######## block 1 ########
**Block 1: track usage over the die**

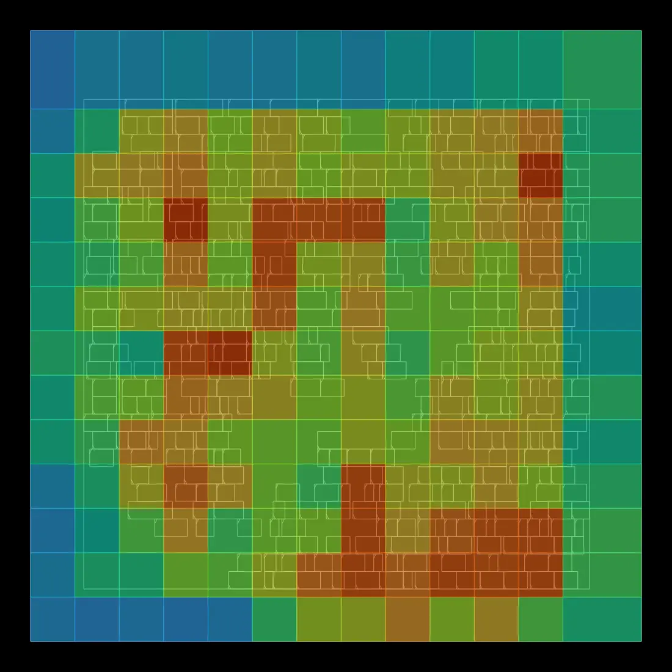

File: src/rtl/mcdf_pkg.sv
// Shared constants and types for the MCDF arbiter slice.
package mcdf_pkg;
   localparam int CH_NUM = 3;    // slave channels, a2f_id is 2 bits
   localparam int DW     = 32;   // data word width
   localparam int LW     = 3;    // length code width, packet = len+1 words
   localparam int PW     = 2;    // priority width, lower value wins

   typedef enum logic {IDLE = 1'b0, BUSY = 1'b1} arb_st_e;

   typedef logic [LW-1:0] len_t;
   typedef logic [PW-1:0] prio_t;
endpackage

File: src/rtl/mcdf_rr_prio_sel.sv
// Combinational channel picker: lowest priority value wins, ties go to the
// first matching channel found searching upward from the last grant.
module mcdf_rr_prio_sel
   import mcdf_pkg::*;
(
   input  logic  [CH_NUM-1:0] i_elig,
   input  prio_t [CH_NUM-1:0] i_prio,
   input  logic  [1:0]        i_rr_last,
   output logic  [1:0]        o_gnt_id,
   output logic               o_found
);
   prio_t             w_min;
   logic [CH_NUM-1:0] w_cand;

   // Best (numerically smallest) priority among eligible channels.
   always_comb begin
      w_min = '1;
      for (int c = 0; c < CH_NUM; c++)
         if (i_elig[c] && (i_prio[c] < w_min)) w_min = i_prio[c];
   end

   // Channels tied at the best priority.
   always_comb begin
      for (int c = 0; c < CH_NUM; c++)
         w_cand[c] = i_elig[c] && (i_prio[c] == w_min);
   end

   // Round-robin tie-break, starting one past the last granted channel.
   always_comb begin
      logic v_hit;
      int   v_idx;
      v_hit    = 1'b0;
      v_idx    = 0;
      o_gnt_id = 2'd0;
      for (int k = 1; k <= CH_NUM; k++) begin
         v_idx = (int'(i_rr_last) + k) % CH_NUM;
         if (!v_hit && w_cand[v_idx]) begin
            o_gnt_id = 2'(v_idx);
            v_hit    = 1'b1;
         end
      end
   end

   assign o_found = |i_elig;
endmodule

File: src/rtl/mcdf_arbiter.sv
// Shares the formatter port among three slave channels: one packet per
// grant, val/ack word handshake, one bubble cycle between packets.
module mcdf_arbiter
   import mcdf_pkg::*;
(
   input  logic                 clk,
   input  logic                 rst,
   input  logic [CH_NUM-1:0]    slv_en,
   input  logic [CH_NUM*PW-1:0] slv_prio,
   input  logic [CH_NUM*LW-1:0] slv_len_cfg,
   input  logic [CH_NUM-1:0]    ch_val,
   input  logic [CH_NUM*DW-1:0] ch_dat,
   output logic [CH_NUM-1:0]    ch_rd,
   output logic                 a2f_val,
   output logic [1:0]           a2f_id,
   output logic [DW-1:0]        a2f_dat,
   output len_t                 slv0_len,
   output len_t                 slv1_len,
   output len_t                 slv2_len,
   input  logic                 f2a_ack
);
   arb_st_e                       r_state;
   logic    [1:0]                 r_gnt;
   logic    [1:0]                 r_rr_last;
   len_t                          r_cnt;
   len_t                          r_cnt_max;
   logic                          r_val;
   len_t    [CH_NUM-1:0]          r_len;

   logic    [CH_NUM-1:0]          w_elig;
   prio_t   [CH_NUM-1:0]          w_prio;
   len_t    [CH_NUM-1:0]          w_len_cfg;
   logic    [CH_NUM-1:0][DW-1:0]  w_dat;
   logic    [1:0]                 w_gnt_id;
   logic                          w_found;
   len_t                          w_len_sel;

   // Enable is only looked at here, so dropping it mid-packet has no effect.
   assign w_elig    = ch_val & slv_en;
   assign w_prio    = slv_prio;
   assign w_len_cfg = slv_len_cfg;
   assign w_dat     = ch_dat;

   mcdf_rr_prio_sel u_sel (
      .i_elig    (w_elig),
      .i_prio    (w_prio),
      .i_rr_last (r_rr_last),
      .o_gnt_id  (w_gnt_id),
      .o_found   (w_found)
   );

   // Length code of the channel about to be granted.
   always_comb begin
      case (w_gnt_id)
         2'd1:    w_len_sel = w_len_cfg[1];
         2'd2:    w_len_sel = w_len_cfg[2];
         default: w_len_sel = w_len_cfg[0];
      endcase
   end

   // Data mux follows the registered grant.
   always_comb begin
      case (r_gnt)
         2'd1:    a2f_dat = w_dat[1];
         2'd2:    a2f_dat = w_dat[2];
         default: a2f_dat = w_dat[0];
      endcase
   end

   // Pop strobe fires in the ack cycle; reset suppresses any pop.
   always_comb begin
      ch_rd = '0;
      if (!rst && (r_state == BUSY) && f2a_ack)
         ch_rd = CH_NUM'(1) << r_gnt;
   end

   // Arbitrate in IDLE, count words in BUSY; count limit is latched at grant.
   always_ff @(posedge clk) begin
      if (rst) begin
         r_state   <= IDLE;
         r_gnt     <= 2'd0;
         r_rr_last <= 2'd2;
         r_cnt     <= '0;
         r_cnt_max <= '0;
         r_val     <= 1'b0;
      end else begin
         case (r_state)
            IDLE: begin
               if (w_found) begin
                  r_gnt     <= w_gnt_id;
                  r_rr_last <= w_gnt_id;
                  r_cnt_max <= w_len_sel;
                  r_cnt     <= '0;
                  r_val     <= 1'b1;
                  r_state   <= BUSY;
               end
            end
            BUSY: begin
               if (f2a_ack) begin
                  if (r_cnt == r_cnt_max) begin
                     r_val   <= 1'b0;
                     r_state <= IDLE;
                  end else begin
                     r_cnt <= r_cnt + 1'b1;
                  end
               end
            end
            default: begin
               r_val   <= 1'b0;
               r_state <= IDLE;
            end
         endcase
      end
   end

   // Registered copies of the configured lengths, updated every cycle.
   always_ff @(posedge clk) begin
      if (rst) r_len <= '0;
      else     r_len <= w_len_cfg;
   end

   assign a2f_val  = r_val;
   assign a2f_id   = r_gnt;
   assign slv0_len = r_len[0];
   assign slv1_len = r_len[1];
   assign slv2_len = r_len[2];
endmodule
File: config.mk
export PLATFORM = sky130hd
export DESIGN_NAME = mcdf_arbiter
export DESIGN_NICKNAME = d
export VERILOG_FILES = /design/src/rtl/mcdf_pkg.sv /design/src/rtl/mcdf_rr_prio_sel.sv /design/src/rtl/mcdf_arbiter.sv
export SDC_FILE = /design/constraint.sdc
export NUM_CORES = 1
export LEC_CHECK = 0
export CAP_MARGIN = 20
export CORE_MARGIN = 8
export CORE_UTILIZATION = 34
export DETAILED_ROUTE_END_ITERATION = 12
export PLACE_DENSITY = 0.82
export SLEW_MARGIN = 20
export SYNTH_ARGS = -nofsm -noshare
export SYNTH_HDL_FRONTEND = slang
export SYNTH_HIERARCHICAL = 1
export SYNTH_SLANG_ARGS = --single-unit
File: constraint.sdc
create_clock -name clk -period 6.95 [get_ports clk]
set_clock_uncertainty 0.15 [all_clocks]
set_input_delay 1.7375 -clock clk [delete_from_list [all_inputs] [get_ports clk]]
set_output_delay 1.7375 -clock clk [all_outputs]
set_load 0.01 [all_outputs]
######## block 2 ########
<file path="src/rtl/slc3_pkg.sv">
// Shared SLC-3 definitions: ISDU state encoding, opcodes, and the mux/ALUK
// select encodings that the datapath decodes.
// Optional feature macro: SLC3_PAUSE_EN adds the two Pause states.
package slc3_pkg;

    typedef enum logic [4:0] {
        ST_HALTED,
        ST_S18,
        ST_S33,
        ST_S35,
        ST_S32,
        ST_S1,
        ST_S5,
        ST_S9,
        ST_S0,
        ST_S22,
        ST_S12,
        ST_S4,
        ST_S21,
        ST_S20,
        ST_S6,
        ST_S7,
        ST_S25,
        ST_S27,
        ST_S23,
        ST_S16
`ifdef SLC3_PAUSE_EN
        ,
        ST_PAUSE1,
        ST_PAUSE2
`endif
    } state_e;

    localparam logic [3:0] OP_BR    = 4'b0000;
    localparam logic [3:0] OP_ADD   = 4'b0001;
    localparam logic [3:0] OP_JSR   = 4'b0100;
    localparam logic [3:0] OP_AND   = 4'b0101;
    localparam logic [3:0] OP_LDR   = 4'b0110;
    localparam logic [3:0] OP_STR   = 4'b0111;
    localparam logic [3:0] OP_NOT   = 4'b1001;
    localparam logic [3:0] OP_JMP   = 4'b1100;
    localparam logic [3:0] OP_PAUSE = 4'b1101;

    localparam logic       SR2MUX_IMM   = 1'b0;
    localparam logic       SR2MUX_REG   = 1'b1;
    localparam logic       ADDR1_PC     = 1'b0;
    localparam logic       ADDR1_SR1    = 1'b1;
    localparam logic       DRMUX_IR     = 1'b0;
    localparam logic       DRMUX_R7     = 1'b1;
    localparam logic       SR1MUX_IR11  = 1'b0;
    localparam logic       SR1MUX_IR8   = 1'b1;
    localparam logic       MARMUX_ADDER = 1'b0;

    localparam logic [1:0] PCMUX_PC1    = 2'b00;
    localparam logic [1:0] PCMUX_BUS    = 2'b01;
    localparam logic [1:0] PCMUX_ADDER  = 2'b10;

    localparam logic [1:0] ADDR2_ZERO   = 2'b00;
    localparam logic [1:0] ADDR2_OFF6   = 2'b01;
    localparam logic [1:0] ADDR2_OFF9   = 2'b10;
    localparam logic [1:0] ADDR2_OFF11  = 2'b11;

    localparam logic [1:0] ALUK_ADD     = 2'b00;
    localparam logic [1:0] ALUK_AND     = 2'b01;
    localparam logic [1:0] ALUK_NOT     = 2'b10;
    localparam logic [1:0] ALUK_PASS    = 2'b11;

    function automatic logic is_mem_state(input state_e s);
        return (s == ST_S33) || (s == ST_S25) || (s == ST_S16);
    endfunction

endpackage

</file>
<file path="src/rtl/mem_wait_timer.sv">
// Memory access wait timer: loadable down-counter with a terminal-count flag.
// Ports:
//   clk, rst_n : clock and asynchronous active-low reset
//   load       : reload with MEM_WAIT-1 (held while outside a memory state)
//   en         : count down while inside a memory state
//   last       : current cycle is the final cycle of the access
module mem_wait_timer #(
    parameter int MEM_WAIT = 3
) (
    input  logic clk,
    input  logic rst_n,
    input  logic load,
    input  logic en,
    output logic last
);

    localparam logic [3:0] LOAD_VAL = 4'(MEM_WAIT - 1);

    logic [3:0] cnt;

    always_ff @(posedge clk or negedge rst_n) begin
        if (!rst_n) begin
            cnt <= LOAD_VAL;
        end else if (load) begin
            cnt <= LOAD_VAL;
        end else if (en && (cnt != 4'd0)) begin
            cnt <= cnt - 4'd1;
        end
    end

    assign last = (cnt == 4'd0);

endmodule

</file>
<file path="src/rtl/slc3_isdu.sv">
// SLC-3 instruction sequencing and decode unit (Moore FSM).
// Drives all loads, bus gates, mux selects and memory strobes of the datapath.
// Optional feature macro: SLC3_PAUSE_EN (PAUSE opcode 1101 with LED/Continue
// handshake); when undefined, 1101 is illegal, ld_led is 0, cont is ignored.
// Ports:
//   clk, rst_n            : clock, asynchronous active-low reset
//   run, cont             : start from Halted, resume from Pause
//   opcode, ir_5, ir_11   : IR[15:12], IR[5], IR[11]
//   ben                   : branch enable
//   ld_*                  : register load strobes
//   gate_*                : bus drivers (one-hot or none)
//   sr2mux..aluk          : datapath selects
//   mem_oe, mem_we        : active-high memory strobes, held MEM_WAIT cycles
//
// state    | meaning
// HALTED   | idle, wait for run
// S18      | MAR<-PC, PC<-PC+1
// S33      | fetch read, MDR<-M on last cycle
// S35      | IR<-MDR
// S32      | BEN<-cond, dispatch on opcode
// S1/S5/S9 | ADD / AND / NOT
// S0, S22  | BR test, PC<-PC+off9
// S12      | JMP, PC<-SR1
// S4       | JSR, R7<-PC
// S21, S20 | PC<-PC+off11 / PC<-SR1
// S6, S7   | MAR<-SR1+off6 (LDR / STR)
// S25, S27 | LDR read, DR<-MDR
// S23, S16 | MDR<-SR, STR write
// PAUSE1/2 | LED shown, wait cont high / low
module slc3_isdu
    import slc3_pkg::*;
#(
    parameter int MEM_WAIT = 3
) (
    input  logic       clk,
    input  logic       rst_n,
    input  logic       run,
    input  logic       cont,
    input  logic [3:0] opcode,
    input  logic       ir_5,
    input  logic       ir_11,
    input  logic       ben,
    output logic       ld_mar,
    output logic       ld_mdr,
    output logic       ld_ir,
    output logic       ld_ben,
    output logic       ld_cc,
    output logic       ld_reg,
    output logic       ld_pc,
    output logic       ld_led,
    output logic       gate_pc,
    output logic       gate_mdr,
    output logic       gate_alu,
    output logic       gate_marmux,
    output logic       sr2mux,
    output logic       addr1mux,
    output logic       marmux,
    output logic       drmux,
    output logic       sr1mux,
    output logic       mio_en,
    output logic [1:0] pcmux,
    output logic [1:0] addr2mux,
    output logic [1:0] aluk,
    output logic       mem_oe,
    output logic       mem_we
);

    state_e state;
    logic   imm_sel;
    logic   in_mem;
    logic   last;

`ifndef SLC3_PAUSE_EN
    logic unused_cont;
    assign unused_cont = cont;
`endif

    assign in_mem = is_mem_state(state);

    mem_wait_timer #(.MEM_WAIT(MEM_WAIT)) u_timer (
        .clk   (clk),
        .rst_n (rst_n),
        .load  (~in_mem),
        .en    (in_mem),
        .last  (last)
    );

    // IR[5] is captured at dispatch so that sr2mux is driven from a flop
    // rather than straight from the input pin.
    always_ff @(posedge clk or negedge rst_n) begin
        if (!rst_n) begin
            state   <= ST_HALTED;
            imm_sel <= 1'b0;
        end else begin
            if (state == ST_S32) imm_sel <= ir_5;
            case (state)
                ST_HALTED: if (run) state <= ST_S18;
                ST_S18:    state <= ST_S33;
                ST_S33:    if (last) state <= ST_S35;
                ST_S35:    state <= ST_S32;
                ST_S32: begin
                    case (opcode)
                        OP_ADD:   state <= ST_S1;
                        OP_AND:   state <= ST_S5;
                        OP_NOT:   state <= ST_S9;
                        OP_BR:    state <= ST_S0;
                        OP_JMP:   state <= ST_S12;
                        OP_JSR:   state <= ST_S4;
                        OP_LDR:   state <= ST_S6;
                        OP_STR:   state <= ST_S7;
`ifdef SLC3_PAUSE_EN
                        OP_PAUSE: state <= ST_PAUSE1;
`endif
                        default:  state <= ST_S18;
                    endcase
                end
                ST_S0:     state <= ben ? ST_S22 : ST_S18;
                ST_S4:     state <= ir_11 ? ST_S21 : ST_S20;
                ST_S6:     state <= ST_S25;
                ST_S25:    if (last) state <= ST_S27;
                ST_S7:     state <= ST_S23;
                ST_S23:    state <= ST_S16;
                ST_S16:    if (last) state <= ST_S18;
`ifdef SLC3_PAUSE_EN
                ST_PAUSE1: if (cont) state <= ST_PAUSE2;
                ST_PAUSE2: if (!cont) state <= ST_S18;
`endif
                ST_S1, ST_S5, ST_S9, ST_S22, ST_S12,
                ST_S21, ST_S20, ST_S27: state <= ST_S18;
                default:   state <= ST_HALTED;
            endcase
        end
    end

    assign marmux = MARMUX_ADDER;

    always_comb begin
        ld_mar      = 1'b0;
        ld_mdr      = 1'b0;
        ld_ir       = 1'b0;
        ld_ben      = 1'b0;
        ld_cc       = 1'b0;
        ld_reg      = 1'b0;
        ld_pc       = 1'b0;
        ld_led      = 1'b0;
        gate_pc     = 1'b0;
        gate_mdr    = 1'b0;
        gate_alu    = 1'b0;
        gate_marmux = 1'b0;
        sr2mux      = 1'b0;
        addr1mux    = 1'b0;
        drmux       = 1'b0;
        sr1mux      = 1'b0;
        mio_en      = 1'b0;
        pcmux       = 2'b00;
        addr2mux    = 2'b00;
        aluk        = 2'b00;
        mem_oe      = 1'b0;
        mem_we      = 1'b0;
        case (state)
            ST_S18: begin
                gate_pc = 1'b1;
                ld_mar  = 1'b1;
                ld_pc   = 1'b1;
                pcmux   = PCMUX_PC1;
            end
            ST_S33, ST_S25: begin
                mio_en = 1'b1;
                mem_oe = 1'b1;
                ld_mdr = last;
            end
            ST_S35: begin
                gate_mdr = 1'b1;
                ld_ir    = 1'b1;
            end
            ST_S32: ld_ben = 1'b1;
            ST_S1, ST_S5, ST_S9: begin
                gate_alu = 1'b1;
                ld_reg   = 1'b1;
                ld_cc    = 1'b1;
                sr1mux   = SR1MUX_IR8;
                sr2mux   = imm_sel ? SR2MUX_IMM : SR2MUX_REG;
                aluk     = (state == ST_S5) ? ALUK_AND :
                           (state == ST_S9) ? ALUK_NOT : ALUK_ADD;
            end
            ST_S22: begin
                addr1mux = ADDR1_PC;
                addr2mux = ADDR2_OFF9;
                pcmux    = PCMUX_ADDER;
                ld_pc    = 1'b1;
            end
            ST_S12, ST_S20: begin
                addr1mux = ADDR1_SR1;
                addr2mux = ADDR2_ZERO;
                sr1mux   = SR1MUX_IR8;
                pcmux    = PCMUX_ADDER;
                ld_pc    = 1'b1;
            end
            ST_S4: begin
                gate_pc = 1'b1;
                drmux   = DRMUX_R7;
                ld_reg  = 1'b1;
            end
            ST_S21: begin
                addr1mux = ADDR1_PC;
                addr2mux = ADDR2_OFF11;
                pcmux    = PCMUX_ADDER;
                ld_pc    = 1'b1;
            end
            ST_S6, ST_S7: begin
                addr1mux    = ADDR1_SR1;
                addr2mux    = ADDR2_OFF6;
                sr1mux      = SR1MUX_IR8;
                gate_marmux = 1'b1;
                ld_mar      = 1'b1;
            end
            ST_S27: begin
                gate_mdr = 1'b1;
                drmux    = DRMUX_IR;
                ld_reg   = 1'b1;
                ld_cc    = 1'b1;
            end
            ST_S23: begin
                sr1mux   = SR1MUX_IR11;
                aluk     = ALUK_PASS;
                gate_alu = 1'b1;
                ld_mdr   = 1'b1;
            end
            ST_S16: mem_we = 1'b1;
`ifdef SLC3_PAUSE_EN
            ST_PAUSE1: ld_led = 1'b1;
`endif
            default: ;
        endcase
    end

endmodule

</file>
<file path="config.mk">
export PLATFORM = sky130hd
export DESIGN_NAME = slc3_isdu
export DESIGN_NICKNAME = d
export VERILOG_FILES = /design/src/rtl/slc3_pkg.sv /design/src/rtl/mem_wait_timer.sv /design/src/rtl/slc3_isdu.sv
export SDC_FILE = /design/constraint.sdc
export NUM_CORES = 1
export LEC_CHECK = 0
export CAP_MARGIN = 10
export CORE_MARGIN = 2
export CORE_UTILIZATION = 35
export CTS_CLUSTER_SIZE = 25
export DETAILED_ROUTE_END_ITERATION = 8
export PLACE_DENSITY = 0.65
export SYNTH_ARGS = -nofsm -noshare
export SYNTH_HDL_FRONTEND = slang
export SYNTH_HIERARCHICAL = 1
export SYNTH_SLANG_ARGS = --single-unit
export TNS_END_PERCENT = 50
</file>
<file path="constraint.sdc">
create_clock -name clk -period 2 [get_ports clk]
set_clock_uncertainty 0.2 [all_clocks]
set_input_delay 0.5 -clock clk [delete_from_list [all_inputs] [get_ports clk]]
set_output_delay 0.5 -clock clk [all_outputs]
set_load 0.03 [all_outputs]
</file>

==> layout pictures side by side <==
Met2 routing.
Cells faint in the background.
image #1
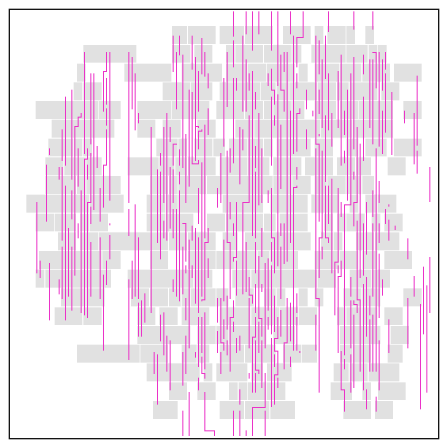
image #2
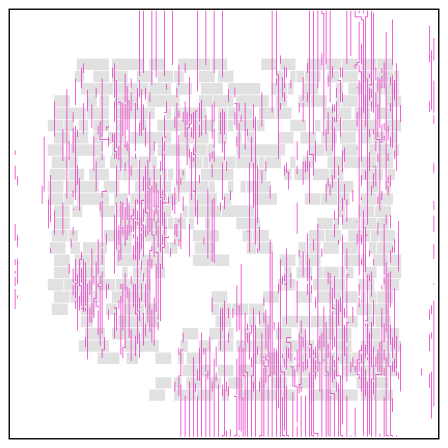
image #2 -> block 1
image #1 -> block 2

**Block 1: met3 routing**

The bar under the picture is 20 microns long. Cells faint in the background.
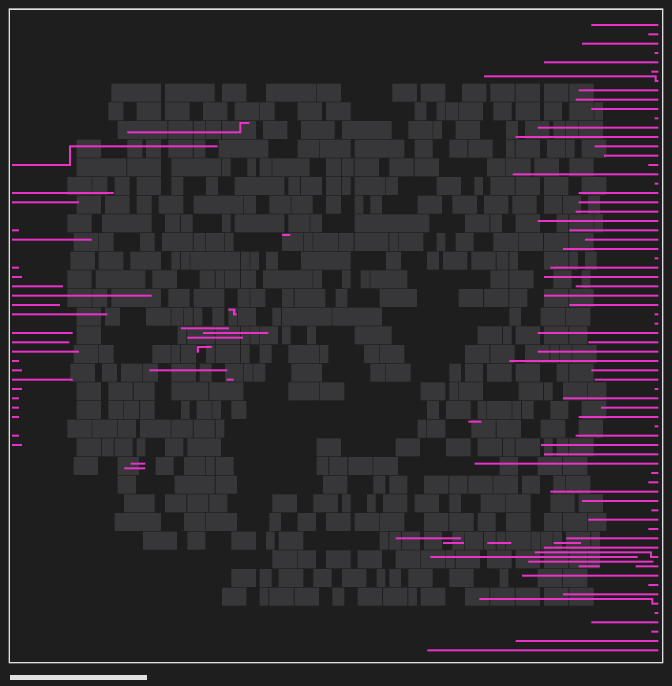
share of all routed wire: 11%
longest straight run: 33.4 microns
nets with wire on the layer: 106
final wirelength: 9.04 mm
Vias: 2750

**Block 1: metal layers overlaid**

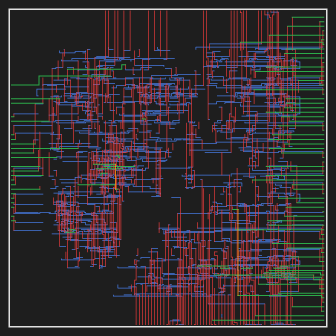
| layer | colour | wire length |
|---|---|---|
| M2 | red | 4450 microns |
| M4 | orange | 33.3 microns |
| M1 | blue | 3520 microns |
| M3 | green | 1030 microns |
per-cell routed wire length: 17.6 microns
GRT Total Usage: 0.186

Notes on 'track usage over the die' of block 1 above:
grt met3 use: 0.0675
GRT busiest layer: met2
met1 track utilization from global routing: 0.210
met2 capacity usage during global routing: 0.339

==> Changelog: implementation, block 1 <==
### Implementation results

* Run status: finished clean
* Vias per cell at 5.34
* Area overhead of the layout relative to synthesis at 82.1%
* Share of the clock period used by the worst path after layout at 0.945
* Cells resized by post-CTS repair at 0
* Cell accounting for the most synthesized area: dfxtp_1
* Reg-to-reg critical path endpoint: r_cnt_max[1]
* Std-Cell Core Area at 5990 sq um
* Worst setup path endpoint: r_cnt_max[1]
* Yosys Chip Area at 2120 sq um
* Dominant kind of cell by area: non-clock buffers
* Hold_ws at 352 ps
* Number of post-CTS setup repair buffers at 0
* Total of buffers placed on input and output ports at 166
* Total area of multi-input combinational cells at 1590 sq um
* Setup TNS at 0 ps
* Highest clock rate at 152 MHz
* Comb gates at 237
* Count of cells along the worst hold path at 2
* OpenROAD warnings at 32
* Tapcell Cnt at 75
* Max_slew headroom at 0.317
* Reg-to-reg slack, setup at 4000 ps
* Last weighted congestion value of the routability-driven placer at 0.898
* Iter 0 DRT Violations at 125
* Cell area power density at 140 nW/um^2
* Site row count at 28
* Type of element capturing the critical path: flop
block 1: flip-flops by register name, indices dropped and copies added, names as in the netlist:
signal,cells
r_cnt,3
r_cnt_max,3
slv0_len,3
slv1_len,3
slv2_len,3
a2f_id,2
a2f_val,1
r_rr_last,1
r_state,1
block 1: synth_stat cells (3+ instances only):
master / number
a21oi_1: 39
a221o_1: 3
a22oi_1: 33
a31oi_1: 3
a32o_1: 3
and2_1: 5
and3_1: 4
buf_2: 14
dfxtp_1: 20
ha_1: 12
inv_1: 13
mux2i_1: 3
nand2_1: 17
nand2b_1: 8
nand3_1: 6
nor2_1: 37
nor2b_1: 13
nor3b_1: 3
o21ai_0: 8
xnor2_1: 5
block 1: critical path, cell delays in order:
cell and delay [ps]:
clkdlybuf4s50_1 450, and2_1 170, nor2b_2 240, ha_1 270, nand2b_4 180, nor2_1 50, a22oi_1 290, inv_1 80
ha_1 240, or3b_1 430, o21ai_2 170, mux2i_2 350, xor2_2 170, a32o_1 310, a2111oi_2 430, a211oi_2 160
ha_1 370, a221o_1 280, nand3_1 90, a21oi_1 60
block 1: report_power, final:
part           switching (uW)  internal, uW
Combinational             128           168
Sequential               6.95           123
Clock                    39.7          76.9
**Block 2: clock wires, drivers and flops**

The bar under the picture is 20 microns long.
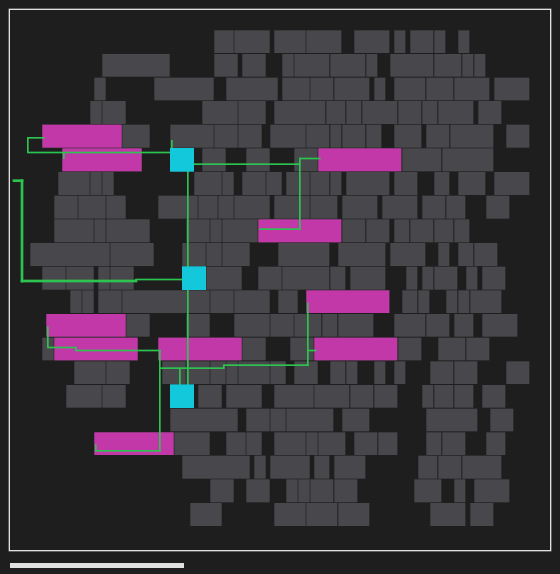
[flip-flops] magenta | count: 10
[clock wires] green | length: 178 microns
[clock-net drivers] cyan | count: 3
routed clock nets: 4
power in the clock group: 191 uW
Clock Latency Late Sink: 270 ps

**Block 2: track usage over the die**

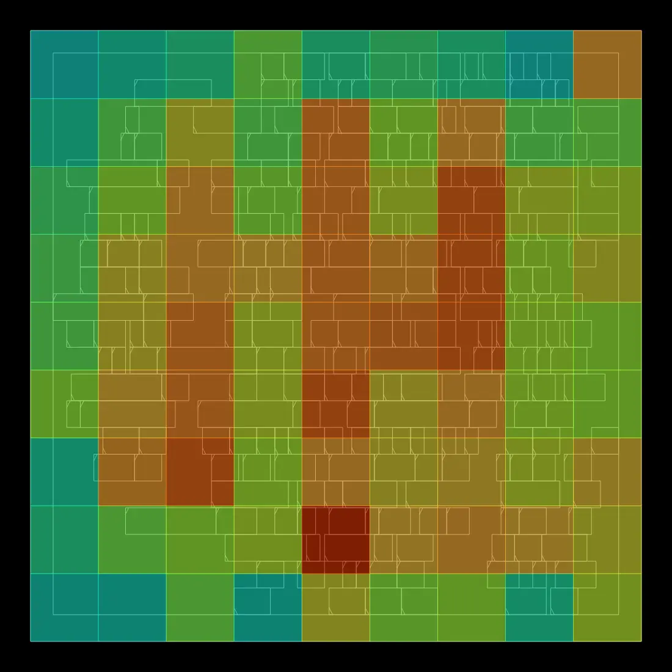
GRT Total Usage: 0.205
met1 track utilization from global routing: 0.225

==> Changelog: implementation, block 2 <==
### Implementation results

* Combinational Power Share at 0.840
* Top cells excl fill/tap: buf_4 (60), buf_6 (21), nand2_1 (16), nor2_1 (9), clkdlybuf4s50_1 (8)
* Failing checks: setup timing
* Signal inverters at 10
* Wire length of the first global-routing pass at 6.44 mm
* Type of the tightest min-delay check: input pin to asynchronous set/reset pin
* Seq/total area at 0.117
* R2R cell count at 6
* Sequential Area at 258 sq um
* Boundary pin count at 37
* Run status: finished with violations
* Maximum Capacitance Violations at 0
* Post-route worst setup slack at -268 ps
* Final setup viols at 27
* Mean Syn Cell Area at 7.63 sq um
* TritonCTS clock tree: done
-- block 2: critical path: cells and delay by family, from the launching register on --
| kind | cells | cell delay (ps) |
|---|---|---|
| DFF | 1 | 470 |
| and+or+nand+nor | 3 | 320 |
| buffers and inverters | 2 | 310 |
| AOI/OAI and AO/OA | 1 | 200 |
-- block 2: metrics by stage --
step	cells	utilization	setup TNS (ps)	hold slack, ps	power [uW]
6_report	284	0.673	-4270	347	3640
5_1_grt	284	0.673	-6350	370	3880
4_1_cts	278	0.626	-4080	363	3340
3_5_place_dp	264	0.560	-1330	345	2840
3_3_place_gp	264	0.560	-1020	337	2780
2_1_floorplan	157	-	-1550	4.41	1930
-- block 2: power groups by stage --
stage	registers, uW	clock network, uW	logic, uW
after floorplan	342	0	1590
after global placement	389	0	2390
after detailed placement	392	0	2450
after CTS	381	195	2770
after global routing	399	205	3270
final	390	191	3060
-- block 2: per-layer routing --
metal  vias up  routed length (microns)  GRT usage
li1        709                        -          -
met5         -                        0          0
met1       693                     1560      0.225
met3         6                       92     0.0217
met2        24                     2320      0.412
met4         0                       62     0.0583

######## block 3 ########
<file path="config.mk">
export PLATFORM = sky130hd
export DESIGN_NAME = memory_stage
export DESIGN_NICKNAME = d
export VERILOG_FILES = /design/src/rtl/memory_stage.sv
export SDC_FILE = /design/constraint.sdc
export NUM_CORES = 1
export LEC_CHECK = 0
export CORE_AREA = 2 2 113 115
export DETAILED_ROUTE_END_ITERATION = 10
export DIE_AREA = 0 0 115 117
export PLACE_DENSITY = 0.8
export SYNTH_ARGS = -nofsm -noshare
export SYNTH_HDL_FRONTEND = slang
export SYNTH_SLANG_ARGS = --single-unit
</file>
<file path="constraint.sdc">
create_clock -name clk -period 1.9 [get_ports clk]
set_input_delay 0.57 -clock clk [delete_from_list [all_inputs] [get_ports clk]]
set_output_delay 0.57 -clock clk [all_outputs]
set_load 0.05 [all_outputs]
</file>
<file path="src/rtl/memory_stage.sv">
// Memory pipeline stage: issues one data-memory request per load/store and emits one writeback record per instruction.
// Optional MEM_SUBWORD_EN adds byte/half accesses with lane steering and load extension.
module memory_stage #(
    parameter int ADDR_W = 32,
    parameter int DATA_W = 32
) (
    input  logic                  clk,
    input  logic                  resetn,
    input  logic                  exe_valid,
    input  logic                  exe_reg_en,
    input  logic                  exe_mem_read,
    input  logic                  exe_mem_write,
    input  logic [5:0]            exe_reg_waddr,
    input  logic [ADDR_W-1:0]     alu_result_reg,
    input  logic [DATA_W-1:0]     exe_store_data,
`ifdef MEM_SUBWORD_EN
    input  logic [1:0]            exe_mem_size,
    input  logic                  exe_mem_unsigned,
`endif
    output logic                  mem_allowin,
    output logic                  data_req,
    output logic                  data_wr,
    output logic [ADDR_W-1:0]     data_addr,
    output logic [DATA_W/8-1:0]   data_wstrb,
    output logic [DATA_W-1:0]     data_wdata,
    input  logic                  data_addr_ok,
    input  logic                  data_ok,
    input  logic [DATA_W-1:0]     data_rdata,
    output logic                  mem_valid,
    output logic                  mem_reg_en,
    output logic [5:0]            mem_reg_waddr,
    output logic [DATA_W-1:0]     mem_result
);
    localparam int STRB_W = DATA_W / 8;

    typedef enum logic [1:0] {IDLE = 2'd0, ADDR = 2'd1, DATA = 2'd2} state_t;

    state_t              state_r;
    logic                data_req_r;
    logic                data_wr_r;
    logic [ADDR_W-1:0]   data_addr_r;
    logic [STRB_W-1:0]   data_wstrb_r;
    logic [DATA_W-1:0]   data_wdata_r;
    logic                mem_valid_r;
    logic                mem_reg_en_r;
    logic [5:0]          mem_reg_waddr_r;
    logic [DATA_W-1:0]   mem_result_r;
    logic                lat_reg_en_r;
    logic [5:0]          lat_waddr_r;
    logic                lat_load_r;
    logic [DATA_W-1:0]   lat_alu_r;
    logic [ADDR_W-1:0]   req_addr_s;
    logic [STRB_W-1:0]   req_wstrb_s;
    logic [DATA_W-1:0]   req_wdata_s;
    logic [DATA_W-1:0]   load_data_s;
`ifdef MEM_SUBWORD_EN
    logic [1:0]          lat_size_r;
    logic                lat_unsigned_r;
    logic [1:0]          lat_off_r;

    function automatic logic [STRB_W-1:0] sub_strb(input logic [1:0] size, input logic [1:0] off);
        logic [STRB_W-1:0] m;
        case (size)
            2'd0:    m = STRB_W'(1'b1) << off;
            2'd1:    m = STRB_W'(2'b11) << {off[1], 1'b0};
            default: m = {STRB_W{1'b1}};
        endcase
        return m;
    endfunction

    function automatic logic [DATA_W-1:0] sub_wdata(input logic [1:0] size, input logic [DATA_W-1:0] d);
        logic [DATA_W-1:0] r;
        case (size)
            2'd0:    r = {STRB_W{d[7:0]}};
            2'd1:    r = {(DATA_W/16){d[15:0]}};
            default: r = d;
        endcase
        return r;
    endfunction

    // Misaligned halves use off[1] only, i.e. they are aligned down.
    function automatic logic [DATA_W-1:0] sub_load(input logic [DATA_W-1:0] rdata, input logic [1:0] size,
                                                   input logic [1:0] off, input logic uns);
        logic [7:0]        b;
        logic [15:0]       h;
        logic [DATA_W-1:0] r;
        b = 8'(rdata >> {off, 3'b000});
        h = 16'(rdata >> {off[1], 4'b0000});
        case (size)
            2'd0:    r = uns ? {{(DATA_W-8){1'b0}}, b} : {{(DATA_W-8){b[7]}}, b};
            2'd1:    r = uns ? {{(DATA_W-16){1'b0}}, h} : {{(DATA_W-16){h[15]}}, h};
            default: r = rdata;
        endcase
        return r;
    endfunction
`endif

    assign mem_allowin   = (state_r == IDLE);
    assign data_req      = data_req_r;
    assign data_wr       = data_wr_r;
    assign data_addr     = data_addr_r;
    assign data_wstrb    = data_wstrb_r;
    assign data_wdata    = data_wdata_r;
    assign mem_valid     = mem_valid_r;
    assign mem_reg_en    = mem_reg_en_r;
    assign mem_reg_waddr = mem_reg_waddr_r;
    assign mem_result    = mem_result_r;

    // Request fields from the incoming record and load data from the returned word.
    always_comb begin
`ifdef MEM_SUBWORD_EN
        req_addr_s  = alu_result_reg;
        req_wstrb_s = exe_mem_write ? sub_strb(exe_mem_size, alu_result_reg[1:0]) : {STRB_W{1'b0}};
        req_wdata_s = sub_wdata(exe_mem_size, exe_store_data);
        load_data_s = sub_load(data_rdata, lat_size_r, lat_off_r, lat_unsigned_r);
`else
        req_addr_s  = {alu_result_reg[ADDR_W-1:2], 2'b00};
        req_wstrb_s = exe_mem_write ? {STRB_W{1'b1}} : {STRB_W{1'b0}};
        req_wdata_s = exe_store_data;
        load_data_s = data_rdata;
`endif
    end

    // Stage FSM with registered request and writeback outputs.
    always_ff @(posedge clk or negedge resetn) begin
        if (!resetn) begin
            state_r         <= IDLE;
            data_req_r      <= 1'b0;
            data_wr_r       <= 1'b0;
            data_addr_r     <= {ADDR_W{1'b0}};
            data_wstrb_r    <= {STRB_W{1'b0}};
            data_wdata_r    <= {DATA_W{1'b0}};
            mem_valid_r     <= 1'b0;
            mem_reg_en_r    <= 1'b0;
            mem_reg_waddr_r <= 6'd0;
            mem_result_r    <= {DATA_W{1'b0}};
            lat_reg_en_r    <= 1'b0;
            lat_waddr_r     <= 6'd0;
            lat_load_r      <= 1'b0;
            lat_alu_r       <= {DATA_W{1'b0}};
`ifdef MEM_SUBWORD_EN
            lat_size_r      <= 2'd0;
            lat_unsigned_r  <= 1'b0;
            lat_off_r       <= 2'd0;
`endif
        end else begin
            case (state_r)
                IDLE: begin
                    if (exe_valid && (exe_mem_read || exe_mem_write)) begin
                        lat_reg_en_r <= exe_reg_en;
                        lat_waddr_r  <= exe_reg_waddr;
                        lat_load_r   <= exe_mem_read & ~exe_mem_write;
                        lat_alu_r    <= DATA_W'(alu_result_reg);
`ifdef MEM_SUBWORD_EN
                        lat_size_r     <= exe_mem_size;
                        lat_unsigned_r <= exe_mem_unsigned;
                        lat_off_r      <= alu_result_reg[1:0];
`endif
                        data_req_r   <= 1'b1;
                        data_wr_r    <= exe_mem_write;
                        data_addr_r  <= req_addr_s;
                        data_wdata_r <= req_wdata_s;
                        data_wstrb_r <= req_wstrb_s;
                        mem_valid_r  <= 1'b0;
                        state_r      <= ADDR;
                    end else if (exe_valid) begin
                        mem_valid_r     <= 1'b1;
                        mem_result_r    <= DATA_W'(alu_result_reg);
                        mem_reg_en_r    <= exe_reg_en;
                        mem_reg_waddr_r <= exe_reg_waddr;
                    end else begin
                        mem_valid_r <= 1'b0;
                    end
                end
                ADDR: begin
                    mem_valid_r <= 1'b0;
                    if (data_addr_ok) begin
                        data_req_r <= 1'b0;
                        state_r    <= DATA;
                    end
                end
                DATA: begin
                    if (data_ok) begin
                        mem_valid_r     <= 1'b1;
                        mem_result_r    <= lat_load_r ? load_data_s : lat_alu_r;
                        mem_reg_en_r    <= lat_reg_en_r;
                        mem_reg_waddr_r <= lat_waddr_r;
                        state_r         <= IDLE;
                    end
                end
                default: begin
                    data_req_r  <= 1'b0;
                    mem_valid_r <= 1'b0;
                    state_r     <= IDLE;
                end
            endcase
        end
    end
endmodule

</file>
**Block 3: metal layers overlaid**

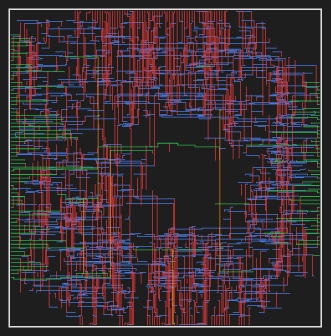
| layer | colour | wire length |
|---|---|---|
| M2 | red | 7010 microns |
| M4 | orange | 219 microns |
| M1 | blue | 5350 microns |
| M3 | green | 1100 microns |
Vias: 3864
GRT Total Usage: 0.205

==> Changelog: implementation <==
### Implementation results

* Run status: finished with violations
* Failing checks: setup timing
* Part of the power in registers at 0.272
* DRC Markers at 0
* Reported sequential group power at 4550 uW
* Cell Count, Final, Fillers Out at 741
* Area overhead of the layout relative to synthesis at 50.3%
* Diodes inserted at 0
* Post-route worst setup slack at -79.7 ps
* Yosys Chip Area at 5160 sq um
* Biggest fanout along the worst timing path at 8
* Final setup viols at 33
* Remaining number of nets flagged by the antenna check after routing at 0
* Power in the clock group at 3150 uW
* Sw Pwr at 7740 uW
* Logic share of the area at 0.239
* Internal power at 9000 uW
* Boundary pin count at 221
* Clock sink count at 116
* Mean Syn Cell Area at 13.6 sq um
* Estimated wirelength of the detail-placed design at 9.49 mm
* Per-cell routed wire length at 18.5 microns
* Transition time of the tightest slew-check pin at 998 ps
* Post-route clock skew at 7.04 ps
**Block 3: met2 routing**

Cells faint in the background.
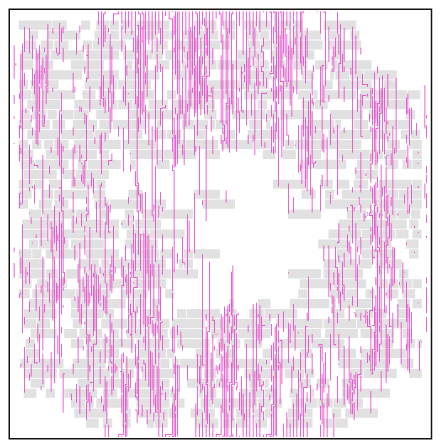
longest straight run: 49.0 microns
main direction: vertical
nets with wire on the layer: 644
wire length on this layer: 7010 microns
final wirelength: 13.7 mm
met2 capacity usage during global routing: 0.348

worst paths after layout:
kind                       slack (ps)        endpoint  cells after the start            from
hold / removal                     60       mem_valid                      1          resetn
setup reg to reg                  -10  mem_result[23]                      4      state_r[1]
setup / recovery                  -80     mem_allowin                      3      state_r[1]
max in group asynchronous        1260  data_wdata[17]                      2          resetn
min in group clk                  470  lat_waddr_r[1]                      1  lat_waddr_r[1]
hold reg to reg                   470  lat_waddr_r[1]                      1  lat_waddr_r[1]
stage by stage:
step                total power, uW  setup slack (ps)  setup TNS [ps]   util
floorplan                     11100               292               0      -
global placement              13400              -499          -37600  0.581
detailed placement            13600              -556          -42170  0.581
CTS                           16800             -79.3            -290  0.628
global route                  17500              -121           -3090  0.630
finish                        16700             -79.7            -694  0.630
per-layer routing:
layer | part of all wire | track usage | vias up
li1 | - | - | 1739
met1 | 0.39 | 0.237 | 1958
met2 | 0.51 | 0.348 | 150
met3 | 0.080 | 0.0783 | 17
met4 | 0.016 | 0.0787 | 0
met5 | 0 | 0 | -
worst max-delay path: stages (launching register included):
cell	delay (ps)
dfrtp_1	450
or2_4	310
inv_4	100
buf_12	140

Power is estimated from default activity; no workload was simulated.
